######## design 1 ########
Fig. 1: design 1, pin map
Scale: 12 px per micron. Pins as bars across the die edge, other pins in gray.
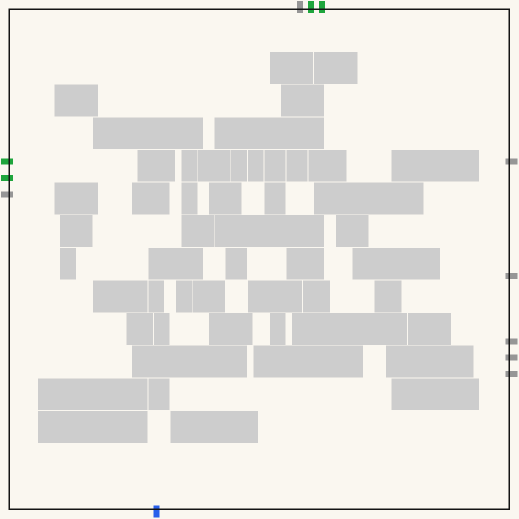
Fig. 2: design 1, selected gate families
Scale: 12 px per micron.
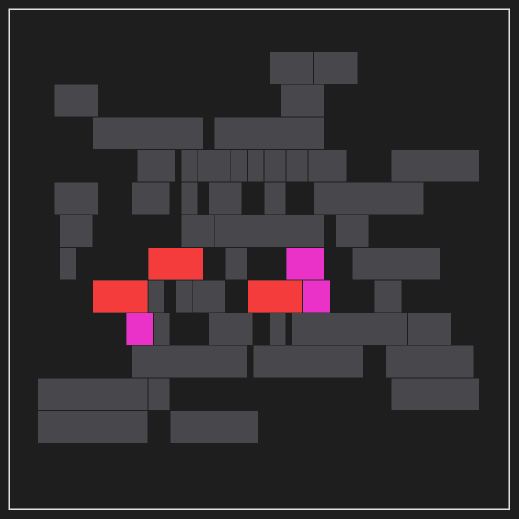
--- config.mk ---
export PLATFORM = sky130hd
export DESIGN_NAME = piso_tx
export DESIGN_NICKNAME = d
export VERILOG_FILES = /design/src/rtl/piso_tx.sv
export SDC_FILE = /design/constraint.sdc
export NUM_CORES = 1
export LEC_CHECK = 0
export CAP_MARGIN = 20
export CORE_MARGIN = 2
export CORE_UTILIZATION = 30
export CTS_CLUSTER_SIZE = 14
export DETAILED_ROUTE_END_ITERATION = 7
export PLACE_DENSITY_LB_ADDON = 0.05
export SYNTH_ARGS = -nofsm -noshare
export SYNTH_HDL_FRONTEND = slang
export SYNTH_SLANG_ARGS = --single-unit
--- constraint.sdc ---
create_clock -name clk -period 1.6 [get_ports clk]
set_clock_uncertainty 0.05 [all_clocks]
set_input_delay 0.16 -clock clk [delete_from_list [all_inputs] [get_ports clk]]
set_output_delay 0.16 -clock clk [all_outputs]
set_load 0.1 [all_outputs]
--- src/rtl/piso_tx.sv ---
// -----------------------------------------------------------------------------
// piso_tx: parallel-in serial-out transmitter.
//
// A WIDTH-bit word is taken over a valid/ready handshake and shifted out one
// bit per clock on `so`, qualified by `so_valid`. A new word can be accepted in
// the cycle the last bit of the current frame is on `so`, so back-to-back
// frames leave no idle gap on the serial line.
//
// Parameters:
//   WIDTH      data word width in bits (2..32)
//   LSB_FIRST  0: pi[WIDTH-1] goes out first; 1: pi[0] goes out first
//
// Optional feature (macro PISO_TX_PARITY_EN):
//   When defined, each frame is followed by one extra so_valid cycle that
//   carries even parity (XOR of the data bits). done/load_ready then refer to
//   that parity cycle instead of the last data bit.
//
// Ports:
//   clk         system clock, rising edge
//   rst_n       asynchronous reset, active low
//   pi          parallel word to transmit
//   load_valid  producer has a word on pi
//   load_ready  transmitter accepts a word this cycle
//   so          serial data out (registered)
//   so_valid    so carries a live bit
//   busy        a frame is in progress
//   done        pulse while the final bit of a frame is on so
// -----------------------------------------------------------------------------
module piso_tx #(
  parameter int WIDTH     = 4,
  parameter bit LSB_FIRST = 1'b0
) (
  input  logic             clk,
  input  logic             rst_n,
  input  logic [WIDTH-1:0] pi,
  input  logic             load_valid,
  output logic             load_ready,
  output logic             so,
  output logic             so_valid,
  output logic             busy,
  output logic             done
);

  localparam int             CW   = $clog2(WIDTH + 1);
  localparam logic [CW-1:0]  LAST = CW'(WIDTH);

`ifdef PISO_TX_PARITY_EN
  typedef enum logic [1:0] {IDLE, SHIFT, PARITY} state_e;
`else
  typedef enum logic [1:0] {IDLE, SHIFT} state_e;
`endif

  state_e           state_q, state_d;
  logic [WIDTH-1:0] shift_q, shift_d;    // bits still waiting to go out
  logic [CW-1:0]    cnt_q,   cnt_d;      // data bits placed on so so far
  logic             so_q,       so_d;
  logic             so_valid_q, so_valid_d;
  logic             busy_q,     busy_d;
  logic             done_q,     done_d;
`ifdef PISO_TX_PARITY_EN
  logic             parity_q,   parity_d;
`endif

  logic accept;
  logic next_bit;

  // done_q marks the last bit of the frame on so, which is exactly the other
  // moment a new word may be taken besides IDLE.
  assign load_ready = (state_q == IDLE) || done_q;
  assign accept     = load_valid && load_ready;
  assign next_bit   = LSB_FIRST ? shift_q[0] : shift_q[WIDTH-1];

  // NOTE: every signal written here gets a default first, so no path leaves
  // it unassigned and no latch is inferred.
  always_comb begin
    state_d    = state_q;
    shift_d    = shift_q;
    cnt_d      = cnt_q;
    so_d       = so_q;
    so_valid_d = so_valid_q;
    busy_d     = busy_q;
    done_d     = 1'b0;
`ifdef PISO_TX_PARITY_EN
    parity_d   = parity_q;
`endif

    if (accept) begin
      // First bit goes straight into so_q so it appears the cycle after accept.
      state_d    = SHIFT;
      so_d       = LSB_FIRST ? pi[0] : pi[WIDTH-1];
      shift_d    = LSB_FIRST ? (pi >> 1) : (pi << 1);
      cnt_d      = CW'(1);
      so_valid_d = 1'b1;
      busy_d     = 1'b1;
`ifdef PISO_TX_PARITY_EN
      parity_d   = ^pi;
`endif
    end else begin
      case (state_q)
        SHIFT: begin
          if (cnt_q == LAST) begin
`ifdef PISO_TX_PARITY_EN
            state_d = PARITY;
            so_d    = parity_q;
            done_d  = 1'b1;
`else
            state_d    = IDLE;
            so_d       = 1'b0;
            so_valid_d = 1'b0;
            busy_d     = 1'b0;
            cnt_d      = '0;
`endif
          end else begin
            so_d    = next_bit;
            shift_d = LSB_FIRST ? (shift_q >> 1) : (shift_q << 1);
            cnt_d   = cnt_q + CW'(1);
`ifndef PISO_TX_PARITY_EN
            done_d  = (cnt_d == LAST);
`endif
          end
        end
        default: begin
          // IDLE, or PARITY finishing without a follow-on word.
          state_d    = IDLE;
          so_d       = 1'b0;
          so_valid_d = 1'b0;
          busy_d     = 1'b0;
          cnt_d      = '0;
        end
      endcase
    end
  end

  // NOTE: sequential state uses non-blocking assignments so every flop
  // samples the pre-edge values regardless of statement order.
  // NOTE: the shift register is reset along with the control flops; it is
  // small, and a cleared value keeps so at 0 after an aborted frame.
  always_ff @(posedge clk or negedge rst_n) begin
    if (!rst_n) begin
      state_q    <= IDLE;
      shift_q    <= '0;
      cnt_q      <= '0;
      so_q       <= 1'b0;
      so_valid_q <= 1'b0;
      busy_q     <= 1'b0;
      done_q     <= 1'b0;
`ifdef PISO_TX_PARITY_EN
      parity_q   <= 1'b0;
`endif
    end else begin
      state_q    <= state_d;
      shift_q    <= shift_d;
      cnt_q      <= cnt_d;
      so_q       <= so_d;
      so_valid_q <= so_valid_d;
      busy_q     <= busy_d;
      done_q     <= done_d;
`ifdef PISO_TX_PARITY_EN
      parity_q   <= parity_d;
`endif
    end
  end

  assign so       = so_q;
  assign so_valid = so_valid_q;
  assign busy     = busy_q;
  assign done     = done_q;

endmodule

==> flow_summary.json <==
{
  "outcome": "complete, no violations",
  "cts.repair_timing.setup_buffer_count": 0,
  "cpLargestDelayFamily": "flip-flops",
  "cts_tree": "done",
  "finalHoldWorstSlack_ns": 0.1448,
  "synth.top_cell.area_share_pct": 53.25,
  "largest_cell_class": "flip-flops and latches",
  "worstPathCellList": "nand2b_1 -> buf_12",
  "netlist_area_sq_um": 422.9,
  "top_cells_by_count": "9 x sky130_fd_sc_hd__dfrtp_1, 5 x sky130_fd_sc_hd__nand2_1, 3 x sky130_fd_sc_hd__ha_1, 3 x sky130_fd_sc_hd__inv_1",
  "synthAoiAreaFrac_pct": 17.46,
  "routed_via_density": 4.955,
  "numSynthFlops": 9,
  "timing.hold.worst.class": "input pin to asynchronous set/reset pin",
  "num-nonclk-buffers": 11,
  "dpl.cell_count": 62,
  "grt_pass1_vias": 316,
  "pre_cts_ws_ns": 0.2962,
  "hold_violations": 0,
  "number_of_gates_resized_after_cts": 0,
  "top_layer_used": "met3",
  "buf_share_pct": 26.18,
  "drtAntennaViolNets": 0,
  "openroad.warnings": 27,
  "antenna_cells": 0,
  "ff_type": "sky130_fd_sc_hd__dfrtp_1",
  "cts_buffers": 3,
  "wire_per_inst_microns": 11.12,
  "worst_path_arrival_time_ns": 1.21,
  "worst_path_largest_cell_delay_ns": 0.46
}
Notes on Fig. 1 above:
Blue shows busy, pins 1, direction output, edge south. Green shows pi, pins 4, direction input, edge 2 north, 2 west.
die outline height: 41.55 microns
Die X: 41.55 microns
# port buffers: 11

Notes on Fig. 2 above:
Red shows fa/ha/maj cells, cells 3, most used ha_1. Magenta shows and/or cells, cells 3.

==> path summary, 6_finish.rpt <==
| kind | start | endpoint | cells past startpoint |
|---|---|---|---|
| worst max-delay path | busy$_DFFE_PN0P_ | load_ready | 2 |
| worst min-delay path | rst_n | shift_q[1]$_DFFE_PN0P_ | 1 |
| worst max register to register | done$_DFF_PN0_ | so$_DFF_PN0_ | 3 |
| worst min register to register | shift_q[3]$_DFFE_PN0P_ | so$_DFF_PN0_ | 1 |
| max in group asynchronous | rst_n | busy$_DFFE_PN0P_ | 1 |
| min in group clk | pi[1] | shift_q[2]$_DFFE_PN0P_ | 2 |

######## design 2 ########
File: config.mk
export PLATFORM = sky130hd
export DESIGN_NAME = fifo_read_packer
export DESIGN_NICKNAME = d
export VERILOG_FILES = /design/src/rtl/fifo_pkg.sv /design/src/rtl/pack_accumulator.sv /design/src/rtl/fifo_read_packer.sv
export SDC_FILE = /design/constraint.sdc
export NUM_CORES = 1
export LEC_CHECK = 0
export CORE_MARGIN = 5
export CORE_UTILIZATION = 61
export DETAILED_ROUTE_END_ITERATION = 8
export PLACE_DENSITY = 0.83
export SETUP_SLACK_MARGIN = 0.5
export SLEW_MARGIN = 20
export SYNTH_ARGS = -nofsm -noshare
export SYNTH_HDL_FRONTEND = slang
export SYNTH_HIERARCHICAL = 1
export SYNTH_SLANG_ARGS = --single-unit
File: constraint.sdc
create_clock -name clk -period 3.9 [get_ports clk]
set_input_delay 0.78 -clock clk [delete_from_list [all_inputs] [get_ports clk]]
set_output_delay 0.78 -clock clk [all_outputs]
set_load 0.005 [all_outputs]
File: src/rtl/fifo_pkg.sv
// Shared types and default sizing for the FIFO read packer.
// Used by fifo_read_packer and pack_accumulator.
package fifo_pkg;

  localparam int DEF_DATA_WIDTH = 8;
  localparam int DEF_PACK       = 4;

  typedef enum logic {
    FILL = 1'b0,
    HOLD = 1'b1
  } pack_state_e;

  // Lane counter must reach PACK itself (a full word parked in HOLD).
  function automatic int lane_cnt_w(input int pack);
    return $clog2(pack) + 1;
  endfunction

endpackage

File: src/rtl/pack_accumulator.sv
// Lane register for fifo_read_packer: fills lanes 0..PACK-1 in order.
// Cleared to zero on clr, so the unused lanes of a partial word read as zero.
module pack_accumulator
  import fifo_pkg::*;
#(
  parameter int DATA_WIDTH = DEF_DATA_WIDTH,
  parameter int PACK       = DEF_PACK
) (
  input  logic                         clk,
  input  logic                         rst_n,
  input  logic                         cap,
  input  logic                         clr,
  input  logic [DATA_WIDTH-1:0]        cap_data,
  output logic [$clog2(PACK):0]        lanes,
  output logic [DATA_WIDTH*PACK-1:0]   word,
  output logic [DATA_WIDTH*PACK-1:0]   word_cap
);

  localparam int CW = lane_cnt_w(PACK);
  localparam int WW = DATA_WIDTH * PACK;

  logic [CW-1:0] lanes_q, lanes_d;
  logic [WW-1:0] word_q, word_d;

  // Current word with the incoming entry already placed in the next free lane.
  always_comb begin
    word_cap = word_q;
    for (int i = 0; i < PACK; i++) begin
      if (lanes_q == CW'(i)) begin
        word_cap[i*DATA_WIDTH +: DATA_WIDTH] = cap_data;
      end
    end
  end

  // Clear wins over capture: a completing capture is consumed via word_cap.
  always_comb begin
    lanes_d = lanes_q;
    word_d  = word_q;
    if (clr) begin
      lanes_d = '0;
      word_d  = '0;
    end else if (cap) begin
      lanes_d = lanes_q + CW'(1);
      word_d  = word_cap;
    end
  end

  always_ff @(posedge clk or negedge rst_n) begin
    if (!rst_n) begin
      lanes_q <= '0;
      word_q  <= '0;
    end else begin
      lanes_q <= lanes_d;
      word_q  <= word_d;
    end
  end

  assign lanes = lanes_q;
  assign word  = word_q;

endmodule

File: src/rtl/fifo_read_packer.sv
// Reads a 1-cycle-latency synchronous FIFO and packs PACK entries per output word.
// Optional m_parity output when FIFO_READ_PACKER_PARITY_EN is defined.
//
// state | meaning
// FILL  | accumulating entries; output register may or may not be occupied
// HOLD  | accumulator full, output register occupied; reads stopped
module fifo_read_packer
  import fifo_pkg::*;
#(
  parameter int DATA_WIDTH = DEF_DATA_WIDTH,
  parameter int PACK       = DEF_PACK
) (
  input  logic                         clk,
  input  logic                         rst_n,
  input  logic                         fifo_empty,
  input  logic [DATA_WIDTH-1:0]        fifo_data,
  output logic                         fifo_r_en,
  input  logic                         flush,
  output logic                         m_valid,
  input  logic                         m_ready,
  output logic [DATA_WIDTH*PACK-1:0]   m_data,
  output logic [$clog2(PACK):0]        m_count
`ifdef FIFO_READ_PACKER_PARITY_EN
  ,
  output logic                         m_parity
`endif
);

  localparam int CW = lane_cnt_w(PACK);
  localparam int WW = DATA_WIDTH * PACK;
  localparam logic [CW:0]   PACK_SUM  = (CW+1)'(PACK);
  localparam logic [CW-1:0] LAST_LANE = CW'(PACK - 1);
  localparam logic [CW-1:0] FULL_CNT  = CW'(PACK);

  pack_state_e   state_q, state_d;
  logic          rd_pending_q, rd_pending_d;
  logic          m_valid_q, m_valid_d;
  logic [WW-1:0] m_data_q, m_data_d;
  logic [CW-1:0] m_count_q, m_count_d;

  logic [CW-1:0] lanes;
  logic [WW-1:0] acc_word, acc_word_cap;
  logic [CW:0]   lanes_sum;
  logic          out_free, rd_en, word_done, hold_fire, flush_fire;
  logic          acc_cap, acc_clr;

  pack_accumulator #(
    .DATA_WIDTH (DATA_WIDTH),
    .PACK       (PACK)
  ) u_acc (
    .clk      (clk),
    .rst_n    (rst_n),
    .cap      (acc_cap),
    .clr      (acc_clr),
    .cap_data (fifo_data),
    .lanes    (lanes),
    .word     (acc_word),
    .word_cap (acc_word_cap)
  );

  always_comb begin
    out_free  = !m_valid_q || m_ready;
    lanes_sum = {1'b0, lanes} + {{CW{1'b0}}, rd_pending_q};
    // Last lane may be requested only if the completing word can leave on the same edge.
    rd_en = !fifo_empty && (state_q == FILL) && !(flush && (lanes != '0)) &&
            ((lanes_sum < PACK_SUM) ||
             ((lanes_sum == PACK_SUM) && rd_pending_q && out_free));
    word_done  = rd_pending_q && (lanes == LAST_LANE);
    hold_fire  = (state_q == HOLD) && out_free;
    flush_fire = (state_q == FILL) && flush && (lanes != '0) && !rd_pending_q && out_free;
  end

  always_comb begin
    state_d      = state_q;
    rd_pending_d = rd_en;
    m_valid_d    = m_valid_q && !m_ready;
    m_data_d     = m_data_q;
    m_count_d    = m_count_q;
    acc_cap      = rd_pending_q;
    acc_clr      = 1'b0;
    if (word_done) begin
      if (out_free) begin
        m_valid_d = 1'b1;
        m_data_d  = acc_word_cap;
        m_count_d = FULL_CNT;
        acc_clr   = 1'b1;
      end else begin
        state_d = HOLD;
      end
    end else if (hold_fire) begin
      m_valid_d = 1'b1;
      m_data_d  = acc_word;
      m_count_d = FULL_CNT;
      acc_clr   = 1'b1;
      state_d   = FILL;
    end else if (flush_fire) begin
      m_valid_d = 1'b1;
      m_data_d  = acc_word;
      m_count_d = lanes;
      acc_clr   = 1'b1;
    end
  end

  always_ff @(posedge clk or negedge rst_n) begin
    if (!rst_n) begin
      state_q      <= FILL;
      rd_pending_q <= 1'b0;
      m_valid_q    <= 1'b0;
      m_data_q     <= '0;
      m_count_q    <= '0;
    end else begin
      state_q      <= state_d;
      rd_pending_q <= rd_pending_d;
      m_valid_q    <= m_valid_d;
      m_data_q     <= m_data_d;
      m_count_q    <= m_count_d;
    end
  end

  // Reset gates the request directly so no read escapes while rst_n is low.
  assign fifo_r_en = rd_en && rst_n;
  assign m_valid   = m_valid_q;
  assign m_data    = m_data_q;
  assign m_count   = m_count_q;

`ifdef FIFO_READ_PACKER_PARITY_EN
  logic m_parity_q, m_parity_d;

  assign m_parity_d = ^m_data_d;

  always_ff @(posedge clk or negedge rst_n) begin
    if (!rst_n) begin
      m_parity_q <= 1'b0;
    end else begin
      m_parity_q <= m_parity_d;
    end
  end

  assign m_parity = m_parity_q;
`endif

endmodule

Fig. 3: design 2, pin map
Scale: 4 px per micron. Pins as bars across the die edge, other pins in gray.
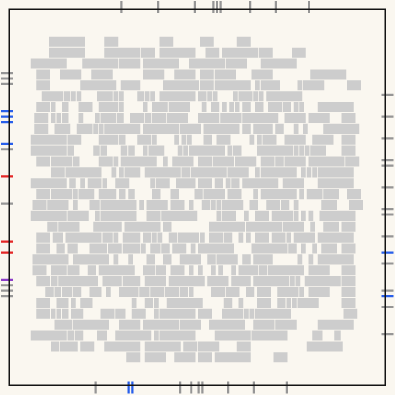
Purple shows flush, pins 1, direction input, edge west. Red shows m_count, pins 3, direction output, edge west. Blue shows fifo_data, pins 8, direction input, edge 4 west, 2 south, 2 east.
# port buffers: 49
Die X: 93.63 microns
die outline height: 93.63 microns

==> flow_summary.json <==
{
  "outcome": "complete, no violations",
  "floorplan.rows": 30,
  "worst_hold_stages": 1,
  "synth.top_cell.area_share_pct": 42.82,
  "wire_per_inst_microns": 16.36,
  "maxCapViolCount": 0,
  "timing.hold.worst.class": "register to register",
  "worst_path_arrival_time_ns": 2.41,
  "met2_length_mm": 4.277,
  "cts_buffers": 9,
  "post_synth_xor_area_fraction_pct": 0.4106,
  "drtAntennaViolNets": 0,
  "tightestPinTransition_ns": 0.9164,
  "max-vdd-ir-drop_mv": 0.6033,
  "register_area_sq_mm": 0.001827,
  "clkSlewWorstSetupHoldPaths_ns": 0.07,
  "largest_cell_class": "multi-input combinational cells",
  "nonClockInverterCount": 3,
  "cts.repair_timing.setup_buffer_count": 0,
  "wl_met3_microns": 411,
  "synthAoiAreaFrac_pct": 4.370,
  "critical-path-top-cell-by-count": "sky130_fd_sc_hd__ha_1",
  "drt_iter0_drc": 133,
  "crit_path_end": "fifo_r_en",
  "synthDistinctLibCells": 32,
  "yosys_warnings": 6,
  "floorplan.initialDensity_pct": 62.80,
  "worstPathCellList": "buf_4 -> ha_1 -> ha_1 -> nor2_1 -> nand3_1 -> a21oi_1 -> and2_1 -> clkdlybuf4s50_1",
  "openroad.warnings": 29,
  "power_share_of_the_sequential_group_pct": 36.1
}
==> per-stage QoR <==
| stage | total power, mW | hold WS [ns] | cells | utilization (%) |
|---|---|---|---|---|
| floorplan | 2.437 | 0.4844 | 386 | - |
| CTS | 3.488 | 0.5104 | 527 | 72.54 |
| global route | 3.703 | 0.5257 | 527 | 72.54 |
| global placement | 2.906 | 0.4912 | 513 | 70.15 |
| finish | 3.458 | 0.5067 | 527 | 72.54 |
| detailed placement | 2.963 | 0.4916 | 513 | 70.15 |

######## design 3 ########
Fig. 4: design 3, cell placement
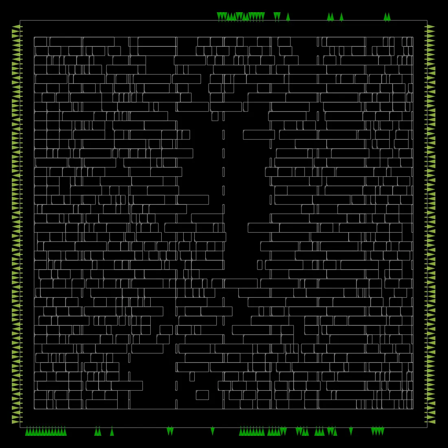
Fig. 5: design 3, pin map
Scale: 4 px per micron. Pins as bars across the die edge, other pins in gray.
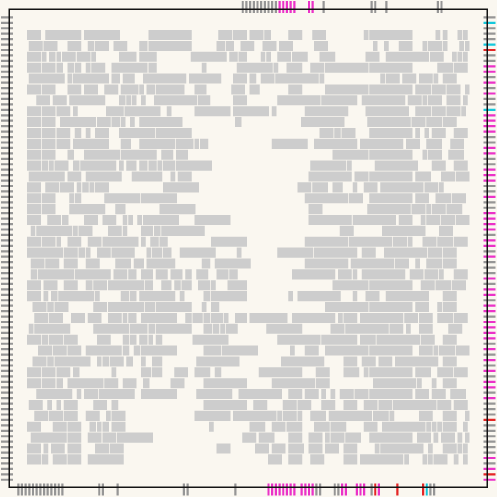
File: src/rtl/axi2s_pkg.sv
// Shared AXI3 write-port constants and the burst arbiter's state encoding.
package axi2s_pkg;
  localparam logic [5:0] AXI_ID     = 6'h3F;
  localparam logic [3:0] AXI_LEN16  = 4'hF;
  localparam logic [2:0] AXI_SIZE4B = 3'b010;
  localparam logic [1:0] AXI_INCR   = 2'b01;
  localparam logic [1:0] RESP_OKAY  = 2'b00;

  typedef enum logic [1:0] {IDLE, ADDR, DATA} state_t;
endpackage

File: src/rtl/axi_wr_order_fifo.sv
// Small synchronous FIFO; used both for B-response ordering and as the W skid buffer.
module axi_wr_order_fifo #(
  parameter int W     = 2,
  parameter int DEPTH = 4,
  localparam int AW   = (DEPTH > 1) ? $clog2(DEPTH) : 1
) (
  input  logic         gclk,
  input  logic         grst_n,
  input  logic         push,
  input  logic [W-1:0] din,
  input  logic         pop,
  output logic [W-1:0] dout,
  output logic         empty,
  output logic [AW:0]  count
);
  logic [DEPTH-1:0][W-1:0] mem;
  logic [AW-1:0]           wptr, rptr;

  // DEPTH is a power of two, so the pointers wrap on their own.
  always_ff @(posedge gclk or negedge grst_n) begin
    if (!grst_n) begin
      wptr  <= '0;
      rptr  <= '0;
      count <= '0;
    end else begin
      if (push) wptr <= wptr + 1'b1;
      if (pop)  rptr <= rptr + 1'b1;
      case ({push, pop})
        2'b10:   count <= count + 1'b1;
        2'b01:   count <= count - 1'b1;
        default: ;
      endcase
    end
  end

  always_ff @(posedge gclk) begin
    if (push) mem[wptr] <= din;
  end

  assign dout  = mem[rptr];
  assign empty = (count == '0);
endmodule

File: src/rtl/axi_wr_burst_arb.sv
// Round-robin arbiter sharing one AXI3 write port between NREQ burst requesters,
// prefetching each burst from the winner's buffer and routing B status back in order.
module axi_wr_burst_arb
  import axi2s_pkg::*;
#(
  parameter int NREQ      = 2,
  parameter int BEATS     = 16,
  parameter int MAX_OUTST = 4
) (
  input  logic                  AXI_clk,
  input  logic                  rst,
  input  logic [NREQ-1:0]       req,
  input  logic [NREQ-1:0][31:0] req_addr,
  output logic [NREQ-1:0]       grant,
  output logic [NREQ-1:0]       buf_en,
  output logic [3:0]            buf_addr,
  input  logic [NREQ-1:0][31:0] buf_data,
  output logic [NREQ-1:0]       done,
  output logic [NREQ-1:0]       err,
  input  logic                  err_clr,
  output logic [5:0]            AXI_awid,
  output logic [31:0]           AXI_awaddr,
  output logic [3:0]            AXI_awlen,
  output logic [2:0]            AXI_awsize,
  output logic [1:0]            AXI_awburst,
  output logic                  AXI_awvalid,
  input  logic                  AXI_awready,
  output logic [5:0]            AXI_wid,
  output logic [31:0]           AXI_wdata,
  output logic [3:0]            AXI_wstrb,
  output logic                  AXI_wlast,
  output logic                  AXI_wvalid,
  input  logic                  AXI_wready,
  input  logic [1:0]            AXI_bresp,
  input  logic                  AXI_bvalid,
  output logic                  AXI_bready
);
  localparam int IW  = (NREQ > 1) ? $clog2(NREQ) : 1;
  localparam int OAW = $clog2(MAX_OUTST);
  localparam logic [OAW:0] MAXC   = (OAW+1)'(MAX_OUTST);
  localparam logic [4:0]   BEATSC = 5'(BEATS);
  localparam logic [3:0]   LASTB  = 4'(BEATS - 1);

  state_t        state, state_nx;
  logic [IW-1:0] idx, rr, rr_nx, pick;
  logic [IW:0]   cand;
  logic          found, start;
  logic [31:0]   addr_q;
  logic [4:0]    rd_cnt;
  logic [3:0]    wbeat;
  logic          inflight, rd_issue;
  logic          aw_hs, w_hs, last_hs, b_hs;

  logic          sk_empty;
  logic [1:0]    sk_count;
  logic [31:0]   sk_dout;
  logic          ord_empty;
  logic [OAW:0]  ord_count;
  logic [IW-1:0] ord_dout;

  // First requester at or after rr, cyclically.
  always_comb begin
    found = 1'b0;
    pick  = rr;
    cand  = '0;
    for (int k = 0; k < NREQ; k++) begin
      cand = {1'b0, rr} + (IW+1)'(k);
      if (cand >= (IW+1)'(NREQ)) cand = cand - (IW+1)'(NREQ);
      if (!found && req[cand[IW-1:0]]) begin
        found = 1'b1;
        pick  = cand[IW-1:0];
      end
    end
  end

  assign start = found && (ord_count < MAXC);
  assign rr_nx = (idx == IW'(NREQ - 1)) ? '0 : idx + 1'b1;

  always_ff @(posedge AXI_clk or negedge rst) begin
    if (!rst) begin
      state    <= IDLE;
      idx      <= '0;
      rr       <= '0;
      addr_q   <= '0;
      rd_cnt   <= '0;
      wbeat    <= '0;
      inflight <= 1'b0;
    end else begin
      state    <= state_nx;
      inflight <= rd_issue;
      if (state == IDLE && start) begin
        idx    <= pick;
        addr_q <= req_addr[pick];
      end
      if (aw_hs)    rr     <= rr_nx;
      if (rd_issue) rd_cnt <= rd_cnt + 1'b1;
      if (w_hs)     wbeat  <= wbeat + 1'b1;
      if (last_hs) begin
        rd_cnt <= '0;
        wbeat  <= '0;
      end
    end
  end

  always_comb begin
    state_nx    = state;
    grant       = '0;
    buf_en      = '0;
    AXI_awvalid = 1'b0;
    rd_issue    = 1'b0;
    case (state)
      IDLE: if (start) state_nx = ADDR;
      ADDR: begin
        AXI_awvalid = 1'b1;
        if (AXI_awready) begin
          grant[idx] = 1'b1;
          state_nx   = DATA;
        end
      end
      DATA: begin
        // Skid occupancy after this cycle's pop, plus the read already in flight.
        rd_issue = (rd_cnt < BEATSC) &&
                   ((sk_count - {1'b0, w_hs} + {1'b0, inflight}) < 2'd2);
        buf_en[idx] = rd_issue;
        if (last_hs) state_nx = IDLE;
      end
      default: state_nx = IDLE;
    endcase
  end

  assign aw_hs      = AXI_awvalid && AXI_awready;
  assign AXI_wvalid = (state == DATA) && !sk_empty;
  assign w_hs       = AXI_wvalid && AXI_wready;
  assign AXI_wlast  = AXI_wvalid && (wbeat == LASTB);
  assign last_hs    = w_hs && AXI_wlast;
  assign AXI_wdata  = AXI_wvalid ? sk_dout : '0;
  assign AXI_awaddr = addr_q & ~32'h3F;
  assign buf_addr   = rd_cnt[3:0];

  assign AXI_awid    = AXI_ID;
  assign AXI_wid     = AXI_ID;
  assign AXI_awlen   = AXI_LEN16;
  assign AXI_awsize  = AXI_SIZE4B;
  assign AXI_awburst = AXI_INCR;
  assign AXI_wstrb   = 4'hF;

  axi_wr_order_fifo #(.W(32), .DEPTH(2)) u_skid (
    .gclk   (AXI_clk),
    .grst_n (rst),
    .push   (inflight),
    .din    (buf_data[idx]),
    .pop    (w_hs),
    .dout   (sk_dout),
    .empty  (sk_empty),
    .count  (sk_count)
  );

  axi_wr_order_fifo #(.W(IW), .DEPTH(MAX_OUTST)) u_order (
    .gclk   (AXI_clk),
    .grst_n (rst),
    .push   (aw_hs),
    .din    (idx),
    .pop    (b_hs),
    .dout   (ord_dout),
    .empty  (ord_empty),
    .count  (ord_count)
  );

  assign AXI_bready = !ord_empty;
  assign b_hs       = AXI_bvalid && AXI_bready;

  always_comb begin
    done = '0;
    if (b_hs) done[ord_dout] = 1'b1;
  end

  // A new error outranks a simultaneous clear.
  always_ff @(posedge AXI_clk or negedge rst) begin
    if (!rst) err <= '0;
    else      err <= (err & ~{NREQ{err_clr}}) | (done & {NREQ{AXI_bresp != RESP_OKAY}});
  end
endmodule

File: config.mk
export PLATFORM = sky130hd
export DESIGN_NAME = axi_wr_burst_arb
export DESIGN_NICKNAME = d
export VERILOG_FILES = /design/src/rtl/axi2s_pkg.sv /design/src/rtl/axi_wr_order_fifo.sv /design/src/rtl/axi_wr_burst_arb.sv
export SDC_FILE = /design/constraint.sdc
export NUM_CORES = 1
export LEC_CHECK = 0
export CAP_MARGIN = 10
export CORE_MARGIN = 4
export CORE_UTILIZATION = 47
export CTS_CLUSTER_DIAMETER = 100
export CTS_CLUSTER_SIZE = 28
export DETAILED_ROUTE_END_ITERATION = 16
export GPL_ROUTABILITY_DRIVEN = 0
export PLACE_DENSITY = 0.87
export RECOVER_POWER = 25
export SYNTH_ARGS = -nofsm -noshare
export SYNTH_HDL_FRONTEND = slang
export SYNTH_SLANG_ARGS = --single-unit
File: constraint.sdc
create_clock -name AXI_clk -period 6 [get_ports AXI_clk]
set_input_delay 1.2 -clock AXI_clk [delete_from_list [all_inputs] [get_ports AXI_clk]]
set_output_delay 1.2 -clock AXI_clk [all_outputs]
set_load 0.02 [all_outputs]
==> flow_summary.json <==
{
  "ff_type": "sky130_fd_sc_hd__edfxtp_1",
  "outcome": "finished with violations",
  "cts.repair_timing.setup_buffer_count": 0,
  "clkSlewWorstSetupHoldPaths_ns": 0.05,
  "n_clock_buffer": 17,
  "r2r_start": "inflight$_DFF_PN0_",
  "power.share.switching_pct": 34.89,
  "design.final.nets": 806,
  "yosys_warnings": 0,
  "tightestPinTransition_ns": 2.929,
  "area_of_the_placeable_core_sq_mm": 0.01206,
  "finalInstanceArea_sq_mm": 0.008353,
  "synthArstFlopShare_pct": 43.80,
  "wl_met3_mm": 1.626,
  "gr-usage-met1_pct": 21.49,
  "clock-skew-final_ns": 0.008947,
  "synthDistinctLibCells": 45,
  "overall_power_mw": 4.034,
  "slew_violations": 129,
  "worstPathCellList": "clkdlybuf4s50_1 -> nand2b_2 -> a311o_4 -> nor3_1 -> clkdlybuf4s50_1",
  "largest_cell_class": "flip-flops and latches",
  "drt_iter0_drc": 142,
  "timing.critical_path.required_ns": 4.80,
  "crit_fanout": 9,
  "detailedPlacementHpwl_mm": 10.15,
  "maxCapViolCount": 3,
  "failed_checks": "capacitance limit, slew limit",
  "endpoint_kind_of_the_worst_setup_timing_path": "primary output",
  "drt_pre_antenna_iters": 5
}
## Picture notes: Fig. 4
n_taps: 168
sequential share of cell area: 40.34%
FFs & Latches: 121

## Picture notes: Fig. 5
Magenta shows buf_data, pins 64, direction input, edge 39 east, 18 south, 7 north. Red shows AXI_wid, pins 6, direction output, edge 3 east, 3 south. Cyan shows AXI_wstrb, pins 4, direction output, edge 3 east, 1 south.
All pins by edge: 86 west, 86 east, 48 south, 23 north.
Die X: 119.1 microns
# port buffers: 199

==> final timing paths <==
path / endpoint / slack (ns) / depth (start not counted)
setup reg to reg: u_skid.mem[62]$_DFFE_PP_ / 3.59 / 2
hold / removal: u_order.rptr[1]$_DFFE_PN0P_ / 0.49 / 1
hold reg to reg: u_order.rptr[1]$_DFFE_PN0P_ / 0.49 / 1
setup / recovery: buf_en[0] / 1.61 / 5
max in group asynchronous: u_skid.rptr$_DFFE_PN0P_ / 2.26 / 2
min in group asynchronous: u_order.rptr[0]$_DFFE_PN0P_ / 1.85 / 2


==> notes/layouts.md <==
Pictures saved along the way, in no particular order.

Port wiring.
image #1
Scale: 6 px per micron.
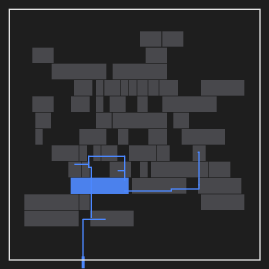
image #2
Scale: 2 px per micron.
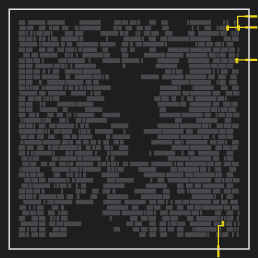
image #3
Scale: 3 px per micron.
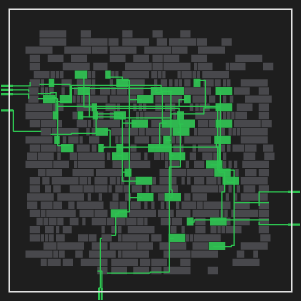
Image #3 comes from design 2.
Image #2 comes from design 3.
Image #1 comes from design 1.
Of these, largest die: image #2
Of these, most cells: image #2

Power is estimated from default activity; no workload was simulated.
